==================== unified_mem_arbiter
Fig. 1: unified_mem_arbiter, congestion heat map
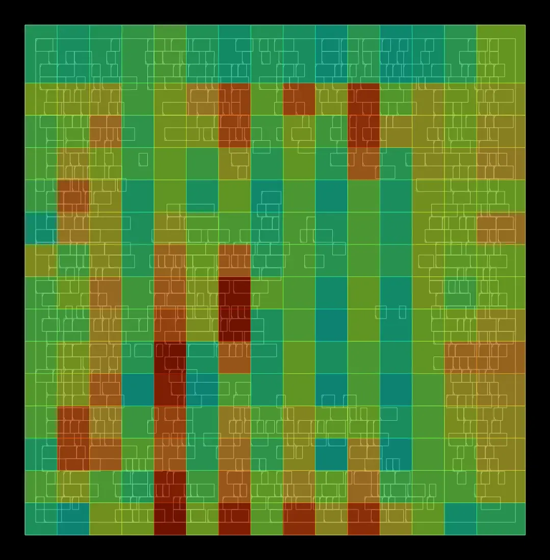

**src/rtl/unified_mem_arbiter.sv**
```systemverilog
// Purpose : arbitrates one single-ported memory between instruction fetch (IF) and load/store (MEM).
// Latency : a request granted in cycle t completes (ready pulse) in cycle t+LAT; port idle again at t+LAT+1.
// Backpr. : requesters hold req until their ready pulse; stall_if/stall_mem flag every waiting cycle.
//
// Ports
//   clk, rst                      rising-edge clock, synchronous active-high reset
//   if_req/if_addr/if_flush       fetch request, address, and abandon-fetch (branch redirect)
//   if_rdata/if_ready/stall_if    fetch data, one-cycle completion pulse, fetch stall
//   mem_req/mem_we/mem_addr/mem_wdata  load/store request, write select, address, store data
//   mem_rdata/mem_ready/stall_mem load data, one-cycle completion pulse, load/store stall
//   ram_en/ram_we/ram_addr/ram_wdata/ram_rdata  memory port; read data valid LAT cycles after ram_en
module unified_mem_arbiter #(
  parameter int LAT = 2,
  parameter int AW  = 32,
  parameter int DW  = 32
) (
  input  logic          clk,
  input  logic          rst,
  input  logic          if_req,
  input  logic [AW-1:0] if_addr,
  input  logic          if_flush,
  output logic [DW-1:0] if_rdata,
  output logic          if_ready,
  output logic          stall_if,
  input  logic          mem_req,
  input  logic          mem_we,
  input  logic [AW-1:0] mem_addr,
  input  logic [DW-1:0] mem_wdata,
  output logic [DW-1:0] mem_rdata,
  output logic          mem_ready,
  output logic          stall_mem,
  output logic          ram_en,
  output logic          ram_we,
  output logic [AW-1:0] ram_addr,
  output logic [DW-1:0] ram_wdata,
  input  logic [DW-1:0] ram_rdata
);

  localparam int            CW    = $clog2(LAT + 1);
  localparam logic [CW-1:0] LAT_C = CW'(LAT);
  localparam logic [CW-1:0] ONE_C = CW'(1);

  typedef enum logic [1:0] {
    IDLE     = 2'd0,
    BUSY_IF  = 2'd1,
    BUSY_MEM = 2'd2
  } state_t;

  state_t        state;
  logic [CW-1:0] cnt;
  logic          kill;

  logic grant_mem;
  logic grant_if;
  logic done;

  // Grant is decided in the same cycle the request is seen in IDLE so that the
  // port enable goes out without an extra bubble. MEM wins because it belongs to
  // the older instruction; a flush in IDLE only blocks the fetch grant this cycle.
  always_comb begin
    grant_mem = 1'b0;
    grant_if  = 1'b0;
    done      = 1'b0;
    if (state == IDLE) begin
      grant_mem = mem_req;
      grant_if  = ~mem_req & if_req & ~if_flush;
    end else begin
      done = (cnt == LAT_C);
    end
  end

  // The memory port and the completion pulses must react within the cycle
  // (grant and flush are both same-cycle events), so they are decoded from the
  // registered state rather than registered themselves. Everything is gated by
  // rst because a reset may land while the FSM is still mid-access.
  always_comb begin
    ram_en    = 1'b0;
    ram_we    = 1'b0;
    ram_addr  = '0;
    ram_wdata = '0;
    if (!rst) begin
      if (grant_mem) begin
        ram_en    = 1'b1;
        ram_we    = mem_we;
        ram_addr  = mem_addr;
        ram_wdata = mem_wdata;
      end else if (grant_if) begin
        ram_en    = 1'b1;
        ram_addr  = if_addr;
      end
    end
  end

  always_comb begin
    // A flush arriving in the completion cycle itself is not yet in kill, so it
    // is folded in directly to suppress the pulse.
    if_ready  = ~rst & done & (state == BUSY_IF) & ~kill & ~if_flush;
    mem_ready = ~rst & done & (state == BUSY_MEM);
    if_rdata  = if_ready  ? ram_rdata : '0;
    mem_rdata = mem_ready ? ram_rdata : '0;
    stall_if  = ~rst & if_req  & ~if_ready;
    stall_mem = ~rst & mem_req & ~mem_ready;
  end

  // cnt runs 1..LAT inside a BUSY state and is cleared on the way back to IDLE,
  // so it never needs to wrap.
  always_ff @(posedge clk) begin
    if (rst) begin
      state <= IDLE;
      cnt   <= '0;
      kill  <= 1'b0;
    end else begin
      case (state)
        IDLE: begin
          kill <= 1'b0;
          if (grant_mem) begin
            state <= BUSY_MEM;
            cnt   <= ONE_C;
          end else if (grant_if) begin
            state <= BUSY_IF;
            cnt   <= ONE_C;
          end
        end
        BUSY_IF: begin
          // Sticky: once a redirect is seen the fetched word is stale, but the
          // port access still runs to completion.
          if (if_flush) begin
            kill <= 1'b1;
          end
          if (cnt == LAT_C) begin
            state <= IDLE;
            cnt   <= '0;
            kill  <= 1'b0;
          end else begin
            cnt <= cnt + ONE_C;
          end
        end
        BUSY_MEM: begin
          if (cnt == LAT_C) begin
            state <= IDLE;
            cnt   <= '0;
          end else begin
            cnt <= cnt + ONE_C;
          end
        end
        default: begin
          state <= IDLE;
          cnt   <= '0;
          kill  <= 1'b0;
        end
      endcase
    end
  end

endmodule

```
**config.mk**
```make
export PLATFORM = sky130hd
export DESIGN_NAME = unified_mem_arbiter
export DESIGN_NICKNAME = d
export VERILOG_FILES = /design/src/rtl/unified_mem_arbiter.sv
export SDC_FILE = /design/constraint.sdc
export NUM_CORES = 1
export LEC_CHECK = 0
export ABC_AREA = 1
export CORE_AREA = 2 2 105 107
export CTS_BUF_LIST = sky130_fd_sc_hd__clkbuf_4
export DETAILED_ROUTE_END_ITERATION = 10
export DIE_AREA = 0 0 107 109
export GPL_TIMING_DRIVEN = 0
export PLACE_DENSITY = 0.59
export SLEW_MARGIN = 30
export SYNTH_ARGS = -nofsm -noshare
export SYNTH_HDL_FRONTEND = slang
export SYNTH_SLANG_ARGS = --single-unit
```
**constraint.sdc**
```tcl
create_clock -name clk -period 2.5 [get_ports clk]
set_clock_uncertainty 0.05 [all_clocks]
set_input_delay 0.75 -clock clk [delete_from_list [all_inputs] [get_ports clk]]
set_output_delay 0.75 -clock clk [all_outputs]
set_load 0.005 [all_outputs]
```
==================== uart_rx_fifo_flat
===== src/rtl/uart_pkg.sv =====
// uart_pkg: shared UART widths, RX FIFO sizing and the count-width helper
package uart_pkg;
  localparam int UART_DATA_W = 8;
  localparam int UART_RX_FIFO_DEPTH = 16;
  localparam int UART_RX_FIFO_THRESH = 8;
  localparam int UART_RX_FIFO_CNT_W = $clog2(UART_RX_FIFO_DEPTH + 1);
endpackage


===== src/rtl/uart_rx_fifo_if.sv =====
// uart_rx_fifo_if: RX FIFO bus; host side (master) drives rhr_data/data_ready/rd_en/clr_overrun, FIFO side (slave) drives rd_data/empty/full/count/rx_irq/overrun
interface uart_rx_fifo_if
  import uart_pkg::*;
#(
  parameter int DATA_W = UART_DATA_W,
  parameter int DEPTH = UART_RX_FIFO_DEPTH
);
  localparam int CW = $clog2(DEPTH + 1);
  logic [DATA_W-1:0] rhr_data;
  logic data_ready;
  logic rd_en;
  logic clr_overrun;
  logic [DATA_W-1:0] rd_data;
  logic empty;
  logic full;
  logic [CW-1:0] count;
  logic rx_irq;
  logic overrun;
  modport master (
    output rhr_data, data_ready, rd_en, clr_overrun,
    input rd_data, empty, full, count, rx_irq, overrun
  );
  modport slave (
    input rhr_data, data_ready, rd_en, clr_overrun,
    output rd_data, empty, full, count, rx_irq, overrun
  );
endinterface


===== src/rtl/rise_detect.sv =====
// rise_detect: one-cycle pulse on each rising edge of in (ports clk, reset, in, pulse)
module rise_detect (
  input logic clk,
  input logic reset,
  input logic in,
  output logic pulse
);
  logic in_q;
  always_ff @(posedge clk)
    in_q <= reset ? 1'b0 : in;
  assign pulse = in & ~in_q;
endmodule


===== src/rtl/uart_rx_fifo.sv =====
// uart_rx_fifo: FWFT byte FIFO behind the UART receiver (ports clk, reset, bus: rhr_data/data_ready in, rd_en pop, rd_data/empty/full/count/rx_irq/overrun out, clr_overrun)
module uart_rx_fifo
  import uart_pkg::*;
#(
  parameter int DATA_W = UART_DATA_W,
  parameter int DEPTH = UART_RX_FIFO_DEPTH,
  parameter int THRESHOLD = UART_RX_FIFO_THRESH
) (
  input logic clk,
  input logic reset,
  uart_rx_fifo_if.slave bus
);
  localparam int PW = $clog2(DEPTH);
  localparam int CW = $clog2(DEPTH + 1);
  logic [DATA_W-1:0] mem [DEPTH];
  logic [PW-1:0] wr_ptr, rd_ptr;
  logic [CW-1:0] count, count_n;
  logic empty, full, rx_irq, overrun;
  logic wr_ev, pop, take, drop;
  rise_detect u_rise (
    .clk(clk),
    .reset(reset),
    .in(bus.data_ready),
    .pulse(wr_ev)
  );
  always_comb begin
    pop = bus.rd_en & ~empty;
    take = wr_ev & (~full | pop);
    drop = wr_ev & full & ~pop;
    count_n = count + CW'(take) - CW'(pop);
  end
  always_ff @(posedge clk)
    if (take) mem[wr_ptr] <= bus.rhr_data;
  always_ff @(posedge clk) begin
    if (reset) begin
      wr_ptr <= '0;
      rd_ptr <= '0;
      count <= '0;
      empty <= 1'b1;
      full <= 1'b0;
      rx_irq <= 1'b0;
      overrun <= 1'b0;
    end else begin
      wr_ptr <= wr_ptr + PW'(take);
      rd_ptr <= rd_ptr + PW'(pop);
      count <= count_n;
      empty <= count_n == '0;
      full <= count_n == CW'(DEPTH);
      rx_irq <= count_n >= CW'(THRESHOLD);
      overrun <= drop | (overrun & ~bus.clr_overrun);
    end
  end
  assign bus.rd_data = empty ? '0 : mem[rd_ptr];
  assign bus.empty = empty;
  assign bus.full = full;
  assign bus.count = count;
  assign bus.rx_irq = rx_irq;
  assign bus.overrun = overrun;
endmodule

===== src/flat_wrapper.sv =====
// flat-port wrapper written by rule: the top's interface ports become plain ports
module uart_rx_fifo_flat import uart_pkg::*;
#(
  parameter int DATA_W = UART_DATA_W,
  parameter int DEPTH = UART_RX_FIFO_DEPTH,
  parameter int THRESHOLD = UART_RX_FIFO_THRESH
)
  (clk, reset, bus_rhr_data, bus_data_ready, bus_rd_en, bus_clr_overrun, bus_rd_data, bus_empty, bus_full, bus_count, bus_rx_irq, bus_overrun);
  uart_rx_fifo_if #(.DATA_W(DATA_W), .DEPTH(DEPTH)) bus_i ();
  input logic clk;
  input logic reset;
  input wire logic [$bits(bus_i.rhr_data)-1:0] bus_rhr_data;
  input wire logic [$bits(bus_i.data_ready)-1:0] bus_data_ready;
  input wire logic [$bits(bus_i.rd_en)-1:0] bus_rd_en;
  input wire logic [$bits(bus_i.clr_overrun)-1:0] bus_clr_overrun;
  output wire logic [$bits(bus_i.rd_data)-1:0] bus_rd_data;
  output wire logic [$bits(bus_i.empty)-1:0] bus_empty;
  output wire logic [$bits(bus_i.full)-1:0] bus_full;
  output wire logic [$bits(bus_i.count)-1:0] bus_count;
  output wire logic [$bits(bus_i.rx_irq)-1:0] bus_rx_irq;
  output wire logic [$bits(bus_i.overrun)-1:0] bus_overrun;
  assign bus_i.rhr_data = bus_rhr_data;
  assign bus_i.data_ready = bus_data_ready;
  assign bus_i.rd_en = bus_rd_en;
  assign bus_i.clr_overrun = bus_clr_overrun;
  assign bus_rd_data = bus_i.rd_data;
  assign bus_empty = bus_i.empty;
  assign bus_full = bus_i.full;
  assign bus_count = bus_i.count;
  assign bus_rx_irq = bus_i.rx_irq;
  assign bus_overrun = bus_i.overrun;
  uart_rx_fifo #(.DATA_W(DATA_W), .DEPTH(DEPTH), .THRESHOLD(THRESHOLD)) u_core (.clk(clk), .reset(reset), .bus(bus_i));
endmodule

===== config.mk =====
export PLATFORM = sky130hd
export DESIGN_NAME = uart_rx_fifo_flat
export DESIGN_NICKNAME = d
export VERILOG_FILES = /design/src/rtl/uart_pkg.sv /design/src/rtl/uart_rx_fifo_if.sv /design/src/rtl/rise_detect.sv /design/src/rtl/uart_rx_fifo.sv /design/src/flat_wrapper.sv
export SDC_FILE = /design/constraint.sdc
export NUM_CORES = 1
export LEC_CHECK = 0
export CELL_PAD_IN_SITES_DETAIL_PLACEMENT = 0
export CELL_PAD_IN_SITES_GLOBAL_PLACEMENT = 1
export CORE_MARGIN = 4
export CORE_UTILIZATION = 42
export DETAILED_ROUTE_END_ITERATION = 6
export GPL_TIMING_DRIVEN = 0
export PLACE_DENSITY = 0.71
export SYNTH_ARGS = -nofsm -noshare
export SYNTH_HDL_FRONTEND = slang
export SYNTH_SLANG_ARGS = --single-unit

===== constraint.sdc =====
create_clock -name clk -period 4.8 [get_ports clk]
set_input_delay 0.96 -clock clk [delete_from_list [all_inputs] [get_ports clk]]
set_output_delay 0.96 -clock clk [all_outputs]
set_load 0.02 [all_outputs]

Fig. 2: unified_mem_arbiter, met2 routing
Scale: 4 px per µm.
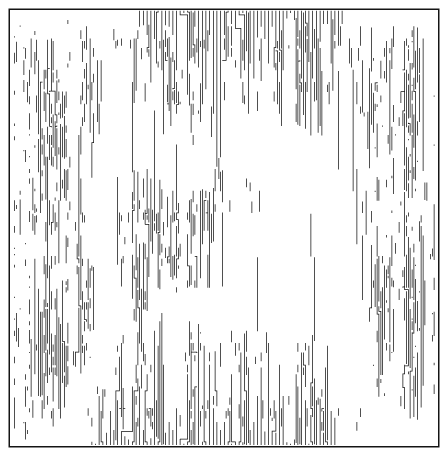
longest straight run: 45.2 µm
share of all routed wire: 55%
wire length on this layer: 5,580 µm
nets with wire on the layer: 660
total via count in the routed design: 3,316
M2 GR Usage: 0.313
Total Routed Length: 10,200 µm

## Picture notes: Fig. 1
layer carrying the most global-route usage: met2
met3 Resource Use GR: 0.0418
wire length per cell after detailed routing: 13.0 µm
core occupancy in the finished layout: 0.480

==> notes.md, unified_mem_arbiter <==
Results of the run.

The non-clock buffer count in the final layout is 327. The smallest clock period supported by the final layout is computed as 2.72 ns. In the final routing, the length of wire on met1 measures 3610 µm.

At the placement stage, the worst setup path has a slack of -1.00 ns. The post-placement cell area is 4510 µm². The length of routed met3 wiring is 944 µm. The average footprint of a synthesized cell is 4.82 µm². The total negative slack for setup checks is -8.00 ns. Leaving out filler cells and counting taps, the final layout contains 790. The cell class contributing the biggest share of worst-path delay is buffers and inverters. Global routing finished with a remaining overflow of 0. The number of signal-net inverters in the final layout is 46.

Once routing completed, OpenROAD measured the worst setup slack at -0.217 ns. The clock-cell share of area is 0.00590. The hold path startpoint is kill. The final weighted congestion in routability-driven placement is 0.777. The share of Yosys cell area claimed by the top area cell type is 0.213. Per the Yosys statistics, synthesis produced 344 cells.

The antenna diode count is 1. Sorting the synthesized cells by how often they occur yields 94 x nor2_1, 77 x nand2_1, 68 x nand3_1. The hold path endpoint is kill.

The fraction of cell area in sequential cells is reported as 0.0202. The checks that failed: negative setup slack. The placeable core area is 10,600 µm². The run finished, with violations left. The share of post-route cells with drive strength above 1 is 0.424.

In this run the tools logged warnings totalling 31. The prevailing logic family in the synthesized netlist is simple AND/OR/NAND/NOR gates. The total number of nets in the final design is 788.

The data arrival time at the worst-slack endpoint is 1.92 ns. The count of buffers added on input and output ports is 267. In the final report, the number of endpoints failing setup comes to 67.
## unified_mem_arbiter: cells by family (layout without fill, tap and decap cells)
kind of cell    count (synthesis)  after routing
simple gates                  256            256
fa+ha+maj                       4              4
buf+inv                        72            377
other cells                     0              1
flops                           5              5
compound gates                  7              7
## unified_mem_arbiter: flip-flops by register name, summed over array words and instances, names as in the netlist
register	cells
kill	1
cnt	2
state	2
## unified_mem_arbiter: report_power, final
part	leakage (nW)	switching, mW	total [mW]	internal [mW]
logic	2.60	0.301	0.690	0.389
registers	0.0420	0.00631	0.0954	0.0890
clock network	0.0184	0.0381	0.110	0.0715
Fig. 3: uart_rx_fifo_flat, M1 wires
Scale: 3 px per µm.
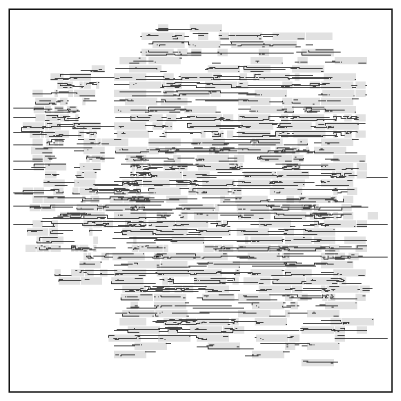
longest straight run: 42.8 µm
main direction: horizontal
share of all routed wire: 44%
wire length on this layer: 5,470 µm

Fig. 4: uart_rx_fifo_flat, congestion heat map
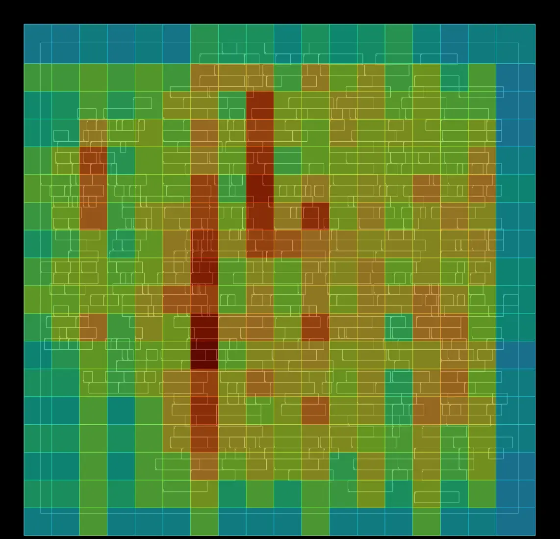
overall track demand over capacity in global routing: 0.162
met3 Resource Use GR: 0.0397

==> notes.md, uart_rx_fifo_flat <==
Results of the run.

The worst path in the final design needs a cycle of 3.66 ns, including I/O delays and setup. The run finished with clean final reports. The net count of the mapped netlist is 389.

The area fraction of the largest cell type after synthesis is 0.646. Yosys mapped a number of flops with a built-in enable equal to 128. The tightest min-delay check is of the reg2reg type. In this run, post-CTS hold repair placed 0 buffers.

Per the detailed-route log, wirelength across all metal layers totals 12,300 µm. The library cell contributing the largest single delay on the critical path is clkdlybuf4s50_1. Using the TritonRoute via totals, the vias-per-cell ratio works out to 5.28. Of the available clock period, the critical path in the final layout requires 0.762.

The multi-input gate area in the final layout is 1610 µm². The tally of nets with antenna violations remaining after routing is 0. The placeable core area is 13,900 µm². The maximum number of pins on one net before global-route repair is 17.
## uart_rx_fifo_flat: state kept, by name, summed over array words and instances (netlist names)
name,cells
u_core.u_rise.in_q,1
u_core.mem,128
u_core.bus.overrun,1
u_core.bus.full,1
u_core.bus.empty,1
u_core.rd_ptr,4
u_core.bus.count,5
u_core.wr_ptr,4
u_core.bus.rx_irq,1
## uart_rx_fifo_flat: cells by family after synthesis
| family | after synthesis |
|---|---|
| AOI/OAI and AO/OA | 45 |
| DFF | 146 |
| muxes | 61 |
| adders and majority gates | 8 |
| buffers and inverters | 22 |
| and+or+nand+nor | 78 |
| xor gates and xnor gates | 8 |

==> screenshots <==
M3 wires.
Scale: 2 px per µm.
picture 1
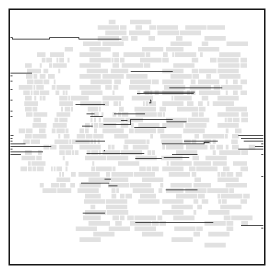
picture 2
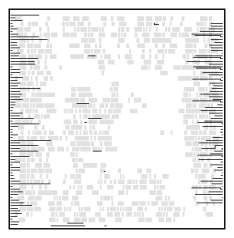
unified_mem_arbiter -> picture 2
uart_rx_fifo_flat -> picture 1
The one with the largest die is picture 1.



==> screenshots <==
I/O pins on the die edge.
Scale: 4 px per µm. Pins as bars across the die edge, other pins in grey.
Plate I
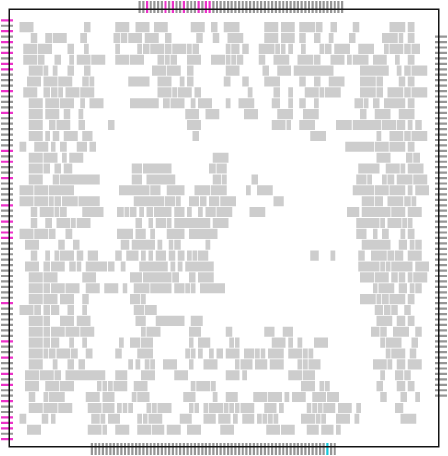
Plate II
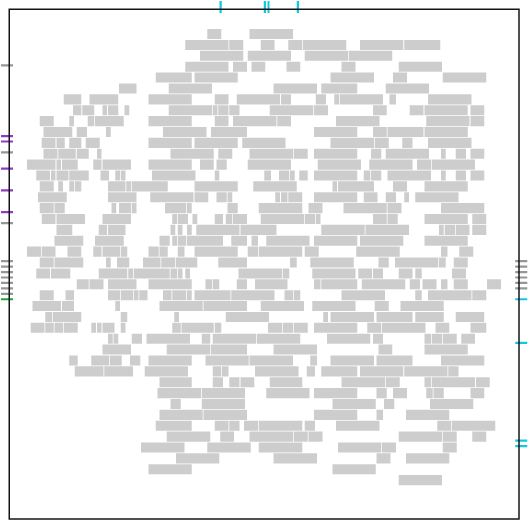
- most pins: Plate I
- largest die: Plate II
- Plate II = uart_rx_fifo_flat
- Plate I = unified_mem_arbiter

Key to Plate II:
| port | colour | pins | direction | edge |
|---|---|---|---|---|
| bus_rhr_data | cyan | 8 | input | 4 east, 4 north |
| bus_count | purple | 5 | output | west |
| bus_clr_overrun | green | 1 | input | west |
all pins by edge: 16 west, 10 east, 4 north

Power and IR drop assume default switching activity.
